######## lcd_64_to_32_bits_dfa_state_arbiter ########
**lcd_64_to_32_bits_dfa_state_arbiter: selected gate families**

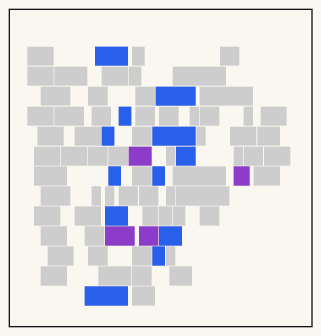

$ cat config.mk
export PLATFORM = sky130hd
export DESIGN_NAME = lcd_64_to_32_bits_dfa_state_arbiter
export DESIGN_NICKNAME = d
export VERILOG_FILES = /design/src/rtl/lcd_64_to_32_bits_dfa_state_arbiter.sv
export SDC_FILE = /design/constraint.sdc
export NUM_CORES = 1
export LEC_CHECK = 0
export CAP_MARGIN = 5
export CORE_AREA = 2 2 39 41
export DETAILED_ROUTE_END_ITERATION = 16
export DIE_AREA = 0 0 41 43
export PLACE_DENSITY = 0.73
export SYNTH_ARGS = -nofsm -noshare
export SYNTH_HDL_FRONTEND = slang
export SYNTH_SLANG_ARGS = --single-unit
$ cat constraint.sdc
create_clock -name clk -period 2.7 [get_ports clk]
set_input_delay 0.54 -clock clk [delete_from_list [all_inputs] [get_ports clk]]
set_output_delay 0.54 -clock clk [all_outputs]
set_load 0.005 [all_outputs]
$ cat src/rtl/lcd_64_to_32_bits_dfa_state_arbiter.sv
// Two-requester round-robin arbiter in front of a DFA state RAM (one write port, one read port).
// Accepted reads are tracked by a {valid, id} pipe matched to the RAM read latency.
module lcd_64_to_32_bits_dfa_state_arbiter #(
  parameter int unsigned ADDRESS_WIDTH = 1,
  parameter int unsigned DATA_WIDTH    = 3,
  parameter int unsigned RD_LATENCY    = 1
) (
  input  logic                     clk,
  input  logic                     reset_n,

  input  logic [ADDRESS_WIDTH-1:0] r0_address,
  input  logic [DATA_WIDTH-1:0]    r0_writedata,
  input  logic                     r0_write,
  input  logic                     r0_read,
  output logic                     r0_waitrequest,
  output logic [DATA_WIDTH-1:0]    r0_readdata,
  output logic                     r0_readdatavalid,

  input  logic [ADDRESS_WIDTH-1:0] r1_address,
  input  logic [DATA_WIDTH-1:0]    r1_writedata,
  input  logic                     r1_write,
  input  logic                     r1_read,
  output logic                     r1_waitrequest,
  output logic [DATA_WIDTH-1:0]    r1_readdata,
  output logic                     r1_readdatavalid,

  output logic [ADDRESS_WIDTH-1:0] wr_address,
  output logic [DATA_WIDTH-1:0]    wr_writedata,
  output logic                     wr_write,
  input  logic                     wr_waitrequest,

  output logic [ADDRESS_WIDTH-1:0] rd0_address,
  input  logic [DATA_WIDTH-1:0]    rd0_readdata
);

  logic                     act0;
  logic                     act1;
  logic                     grant_any;
  logic                     grant_id;
  logic                     grant_read;
  logic                     grant_write;
  logic [ADDRESS_WIDTH-1:0] grant_addr;
  logic [DATA_WIDTH-1:0]    grant_data;
  logic                     accept;
  logic                     pipe_in_valid;

  logic                     last_grant_q;
  logic                     last_grant_d;
  logic [ADDRESS_WIDTH-1:0] addr_q;
  logic [ADDRESS_WIDTH-1:0] addr_d;
  logic [RD_LATENCY-1:0]    pipe_valid_q;
  logic [RD_LATENCY-1:0]    pipe_id_q;
  logic                     pipe_out_valid;

  always_comb begin
    act0      = r0_read | r0_write;
    act1      = r1_read | r1_write;
    grant_any = act0 | act1;

    grant_id = 1'b0;
    if (act0 && act1) begin
      grant_id = ~last_grant_q;
    end else if (act1) begin
      grant_id = 1'b1;
    end

    grant_read  = grant_id ? r1_read      : r0_read;
    grant_write = grant_id ? r1_write     : r0_write;
    grant_addr  = grant_id ? r1_address   : r0_address;
    grant_data  = grant_id ? r1_writedata : r0_writedata;

    // Nothing is accepted while the RAM is busy or the block is held in reset.
    accept = grant_any & ~wr_waitrequest & reset_n;

    addr_d        = accept ? grant_addr : addr_q;
    last_grant_d  = accept ? grant_id   : last_grant_q;
    pipe_in_valid = accept & grant_read;
  end

  always_ff @(posedge clk) begin
    if (!reset_n) begin
      last_grant_q <= 1'b1;
      addr_q       <= '0;
      pipe_valid_q <= '0;
      pipe_id_q    <= '0;
    end else begin
      last_grant_q    <= last_grant_d;
      addr_q          <= addr_d;
      pipe_valid_q[0] <= pipe_in_valid;
      pipe_id_q[0]    <= grant_id;
      for (int i = 1; i < RD_LATENCY; i++) begin
        pipe_valid_q[i] <= pipe_valid_q[i-1];
        pipe_id_q[i]    <= pipe_id_q[i-1];
      end
    end
  end

  assign r0_waitrequest = act0 & ~(accept & ~grant_id);
  assign r1_waitrequest = act1 & ~(accept & grant_id);

  assign wr_address   = addr_d;
  assign rd0_address  = addr_d;
  assign wr_writedata = grant_data;
  assign wr_write     = accept & grant_write;

  // Gating with reset_n drops any read still in flight when reset arrives.
  assign pipe_out_valid   = pipe_valid_q[RD_LATENCY-1] & reset_n;
  assign r0_readdatavalid = pipe_out_valid & ~pipe_id_q[RD_LATENCY-1];
  assign r1_readdatavalid = pipe_out_valid & pipe_id_q[RD_LATENCY-1];
  assign r0_readdata      = rd0_readdata;
  assign r1_readdata      = rd0_readdata;

endmodule

######## t10_keypad_scanner ########
==> config.mk <==
export PLATFORM = sky130hd
export DESIGN_NAME = t10_keypad_scanner
export DESIGN_NICKNAME = d
export VERILOG_FILES = /design/src/rtl/t10_keypad_scanner.sv
export SDC_FILE = /design/constraint.sdc
export NUM_CORES = 1
export LEC_CHECK = 0
export ABC_CLOCK_PERIOD_IN_PS = 4600
export CAP_MARGIN = 20
export CORE_ASPECT_RATIO = 0.5
export CORE_UTILIZATION = 40
export CTS_CLUSTER_SIZE = 8
export DETAILED_ROUTE_END_ITERATION = 7
export SLEW_MARGIN = 30
export SYNTH_ARGS = -nofsm -noshare
export SYNTH_HDL_FRONTEND = slang
export SYNTH_SLANG_ARGS = --single-unit
==> constraint.sdc <==
create_clock -name clk -period 4.6 [get_ports clk]
set_input_delay 0.92 -clock clk [delete_from_list [all_inputs] [get_ports clk]]
set_output_delay 0.92 -clock clk [all_outputs]
set_load 0.1 [all_outputs]
==> src/rtl/t10_keypad_scanner.sv <==
// 4x4 keypad column scanner with row resync and whole-scan debounce.
// Ports: clk, rst (async high), en, row_sense[3:0] in; col_drive[3:0], cur_key[7:0], strobe out.
module t10_keypad_scanner #(
  parameter int SCAN_CYCLES    = 100,
  parameter int DEBOUNCE_SCANS = 4
) (
  input  logic       clk,
  input  logic       rst,
  input  logic       en,
  input  logic [3:0] row_sense,
  output logic [3:0] col_drive,
  output logic [7:0] cur_key,
  output logic       strobe
);

  localparam int SW = $clog2(SCAN_CYCLES);
  localparam logic [SW-1:0] SLOT_LAST = SW'(SCAN_CYCLES - 1);
  localparam logic [3:0] DS = 4'(DEBOUNCE_SCANS);

  typedef enum logic [1:0] {
    IDLE,
    PEND_PRESS,
    PRESSED,
    PEND_RELEASE
  } state_t;

  logic [3:0]       sync1;
  logic [3:0]       row_s;
  logic [SW-1:0]    slot;
  logic [3:0][3:0]  hits;
  logic [3:0][3:0]  hn;
  state_t           state;
  logic [7:0]       cand;
  logic [3:0]       cnt;
  logic [3:0]       cnt_inc;
  logic             slot_last;
  logic             scan_end;
  logic [2:0]       ncol;
  logic [7:0]       scan_key;

  always_ff @(posedge clk or posedge rst) begin
    if (rst) begin
      sync1 <= '0;
      row_s <= '0;
    end else begin
      sync1 <= row_sense;
      row_s <= sync1;
    end
  end

  assign slot_last = (slot == SLOT_LAST) && (col_drive != 4'b0000);
  assign scan_end  = slot_last && col_drive[0];
  assign cnt_inc   = (cnt == 4'hF) ? cnt : cnt + 4'd1;

  // hits is indexed by col_drive bit, so the column code of a hit
  // is simply the one-hot of its index. The current sample is folded
  // in here so scan end sees the C3 column too.
  always_comb begin
    hn       = hits;
    ncol     = 3'd0;
    scan_key = 8'h00;
    for (int b = 0; b < 4; b++) begin
      if (slot_last && col_drive[b]) hn[b] = hits[b] | row_s;
      if (hn[b] != 4'h0) begin
        ncol = ncol + 3'd1;
        if ((hn[b] & (hn[b] - 4'd1)) == 4'h0)
          scan_key = {hn[b], 4'(1 << b)};
        else
          scan_key = 8'h00;
      end
    end
    if (ncol != 3'd1) scan_key = 8'h00;
  end

  always_ff @(posedge clk or posedge rst) begin
    if (rst) begin
      col_drive <= 4'b1000;
      slot      <= '0;
      hits      <= '0;
      state     <= IDLE;
      cand      <= 8'h00;
      cnt       <= 4'd0;
      cur_key   <= 8'h00;
      strobe    <= 1'b0;
    end else if (!en) begin
      col_drive <= 4'b0000;
      slot      <= '0;
      hits      <= '0;
      state     <= IDLE;
      cnt       <= 4'd0;
      cur_key   <= 8'h00;
      strobe    <= 1'b0;
    end else if (col_drive == 4'b0000) begin
      col_drive <= 4'b1000;
      slot      <= '0;
    end else begin
      if (slot_last) begin
        slot      <= '0;
        col_drive <= {col_drive[0], col_drive[3:1]};
      end else begin
        slot <= slot + 1'b1;
      end
      hits <= scan_end ? '0 : hn;
      if (scan_end) begin
        unique case (state)
          IDLE: begin
            if (scan_key != 8'h00) begin
              cand <= scan_key;
              cnt  <= 4'd1;
              if (DS == 4'd1) begin
                state   <= PRESSED;
                cur_key <= scan_key;
                strobe  <= 1'b1;
              end else begin
                state <= PEND_PRESS;
              end
            end
          end
          PEND_PRESS: begin
            if (scan_key == 8'h00) begin
              state <= IDLE;
              cnt   <= 4'd0;
            end else if (scan_key == cand) begin
              cnt <= cnt_inc;
              if (cnt_inc == DS) begin
                state   <= PRESSED;
                cur_key <= cand;
                strobe  <= 1'b1;
              end
            end else begin
              cand <= scan_key;
              cnt  <= 4'd1;
            end
          end
          PRESSED: begin
            if (scan_key != cand) begin
              cnt <= 4'd1;
              if (DS == 4'd1) begin
                state   <= IDLE;
                cur_key <= 8'h00;
                strobe  <= 1'b0;
              end else begin
                state <= PEND_RELEASE;
              end
            end
          end
          PEND_RELEASE: begin
            if (scan_key == cand) begin
              state <= PRESSED;
              cnt   <= 4'd0;
            end else begin
              cnt <= cnt_inc;
              if (cnt_inc == DS) begin
                state   <= IDLE;
                cur_key <= 8'h00;
                strobe  <= 1'b0;
              end
            end
          end
          default: state <= IDLE;
        endcase
      end
    end
  end

endmodule


## Gallery

M3 wires.
shot_01.png
Scale bar: 10 um.
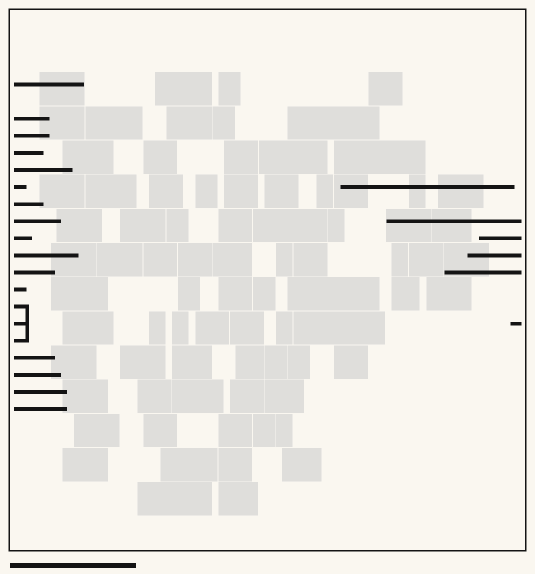
shot_02.png
Scale bar: 50 um.
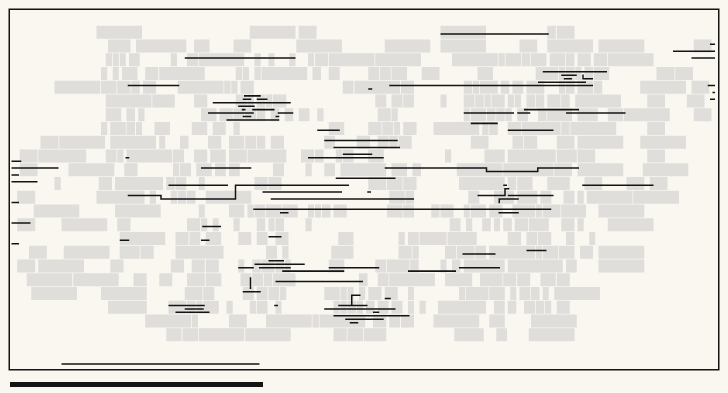
For t10_keypad_scanner, see shot_02.png.
For lcd_64_to_32_bits_dfa_state_arbiter, see shot_01.png.

**t10_keypad_scanner: met1 routing**

Scale bar: 50 um. Supply wires on this layer in gray.
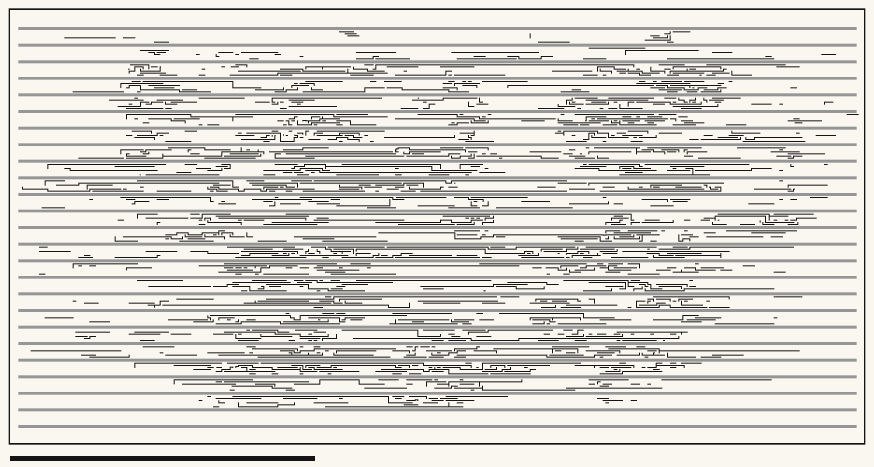
The wires run mostly horizontal. The layer holds 47% of the routed length. 415 nets have wire on it.
Post-Route WL: 11,200 um
total vias in the final route: 3,537
met1 capacity usage during global routing: 0.328

==> flow_summary.yaml, t10_keypad_scanner <==
# physical design summary
status:
  status: "finished clean"
floorplan:
  tapCellCount: 117
  die_w_um: 140
cts:
  tritoncts_clock_tree: "built"
  ctsRootBufferMaster: "clkbuf_16"
  cts_buffers: 9
yosys:
  synth.distinct_cells: 81
  synthesis.area_mm2: 0.00381
  synth.yosys.seq_area_share: 0.381
  compound_area_frac: 0.234
routing:
  drtIter0Drc: 465
  antenna_left: 0
critical_path:
  critical_path.reg2reg.endpoint: "cur_key[6]$_DFFE_PP0P_"
  r2r.worst_path.cells: 17
  worstSetupPathDepth: 17
power:
  vdd.ir_drop.worst_mv: 0.173
  power_leader: "the clock network"
  flop_pwr_share: 0.413
  power.share.switching: 0.221
  internal_pwr_total_uw: 981
  p_clk_uw: 678
global_route:
  grt_antenna_before_repair: 0
sta:
  setup_viol: 0
layout:
  multiInputCombCellCount: 316
  max_ffs_per_register: 16
placed_design:
  gp_congestion: 0.972
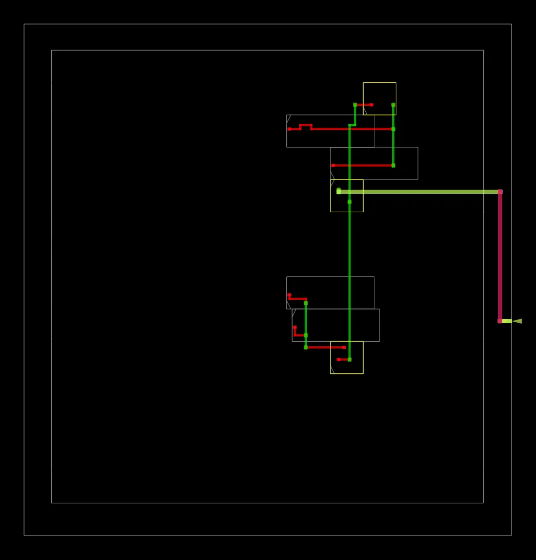
**Above:** lcd_64_to_32_bits_dfa_state_arbiter (clock wiring as the flow saved it).
number of sinks on the clock net: 4
tally of clock buffers in the finished layout: 3
later-pin clock latency in the skew report: 0.23 ns
Post-Route Skew: 0.00140 ns

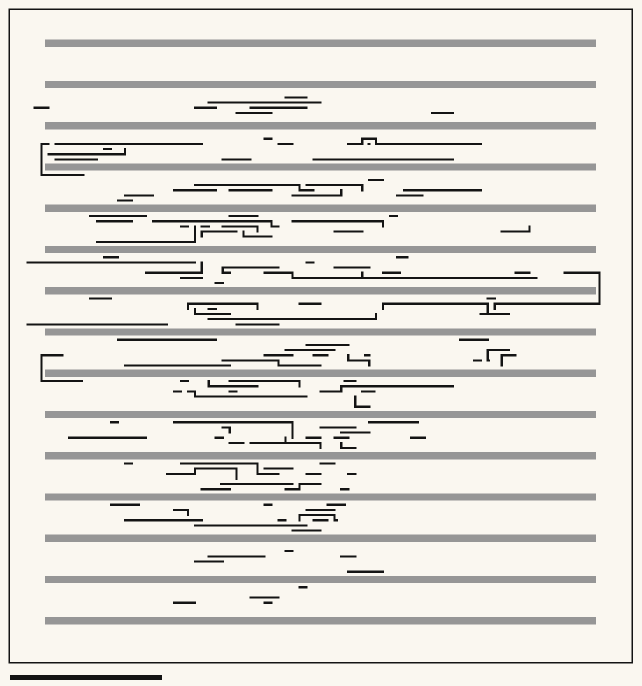
**Above:** lcd_64_to_32_bits_dfa_state_arbiter (met1 routing).
Scale bar: 10 um. Supply wires on this layer in gray.
The wires run mostly horizontal. The layer holds 40% of the routed length. The layer carries 413 um of wire. The longest straight run is 16.1 um.
total vias in the final route: 443
Post-Route WL: 1030 um

Notes on 'selected gate families' of lcd_64_to_32_bits_dfa_state_arbiter above:
Key: purple = AND and OR gates [cells 4]; blue = inverting AOI/OAI gates [cells 12]
count of placed standard cells in the final layout, fillers left out: 95
share of the final layout cell area in multi-input gates: 0.347
most frequent logic cell in the layout: clkdlybuf4s50_1

==> flow_summary.yaml, lcd_64_to_32_bits_dfa_state_arbiter <==
# physical design summary
global_route:
  via_count_of_the_first_global_routing_pass: 419
  global_route.peak_usage_layer: "met2"
  grtUsageTotal: 0.140
power:
  overall_power_consumption_uw: 238
  flop_pwr_share: 0.280
hold_path:
  holdPathStages: 2
cts:
  ctsRootBufferMaster: "clkbuf_4"
floorplan:
  fp.dieArea_mm2: 0.00176
layout:
  synthToLayoutAreaGrowth_pct: 100
  layout.filler_cells: 132
critical_path:
  timing.critical_path.required_ns: 2.16
  top_delay_family_on_crit_path: "buffers and inverters"
  cp_common_cell: "clkdlybuf4s50_1"
routing:
  drtPass1Iterations: 2
  antenna_left: 0
  m1WireLength_um: 413
  viasPerCell: 4.66
yosys:
  synth_xor_xnor_area_share: 0
  simple_gate_share: 0.263
sta:
  slew_violations: 0
status:
  status: "finished clean"


==> notes/layouts.md <==
Pictures saved along the way, in no particular order.

The metal 2 layer.
Plate I
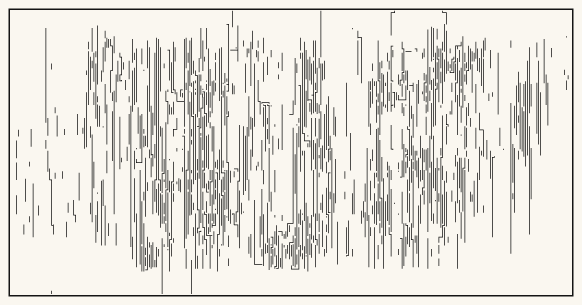
Plate II
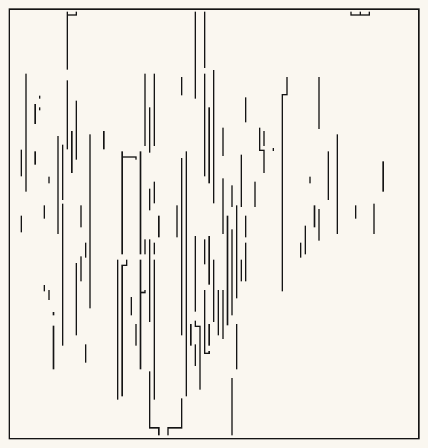
- t10_keypad_scanner = Plate I
- lcd_64_to_32_bits_dfa_state_arbiter = Plate II

Key to Plate I:
The longest straight run is 37.4 um. The layer holds 44% of the routed length. The wires run mostly vertical. 399 nets have wire on it.

Power is estimated from default activity; no workload was simulated.
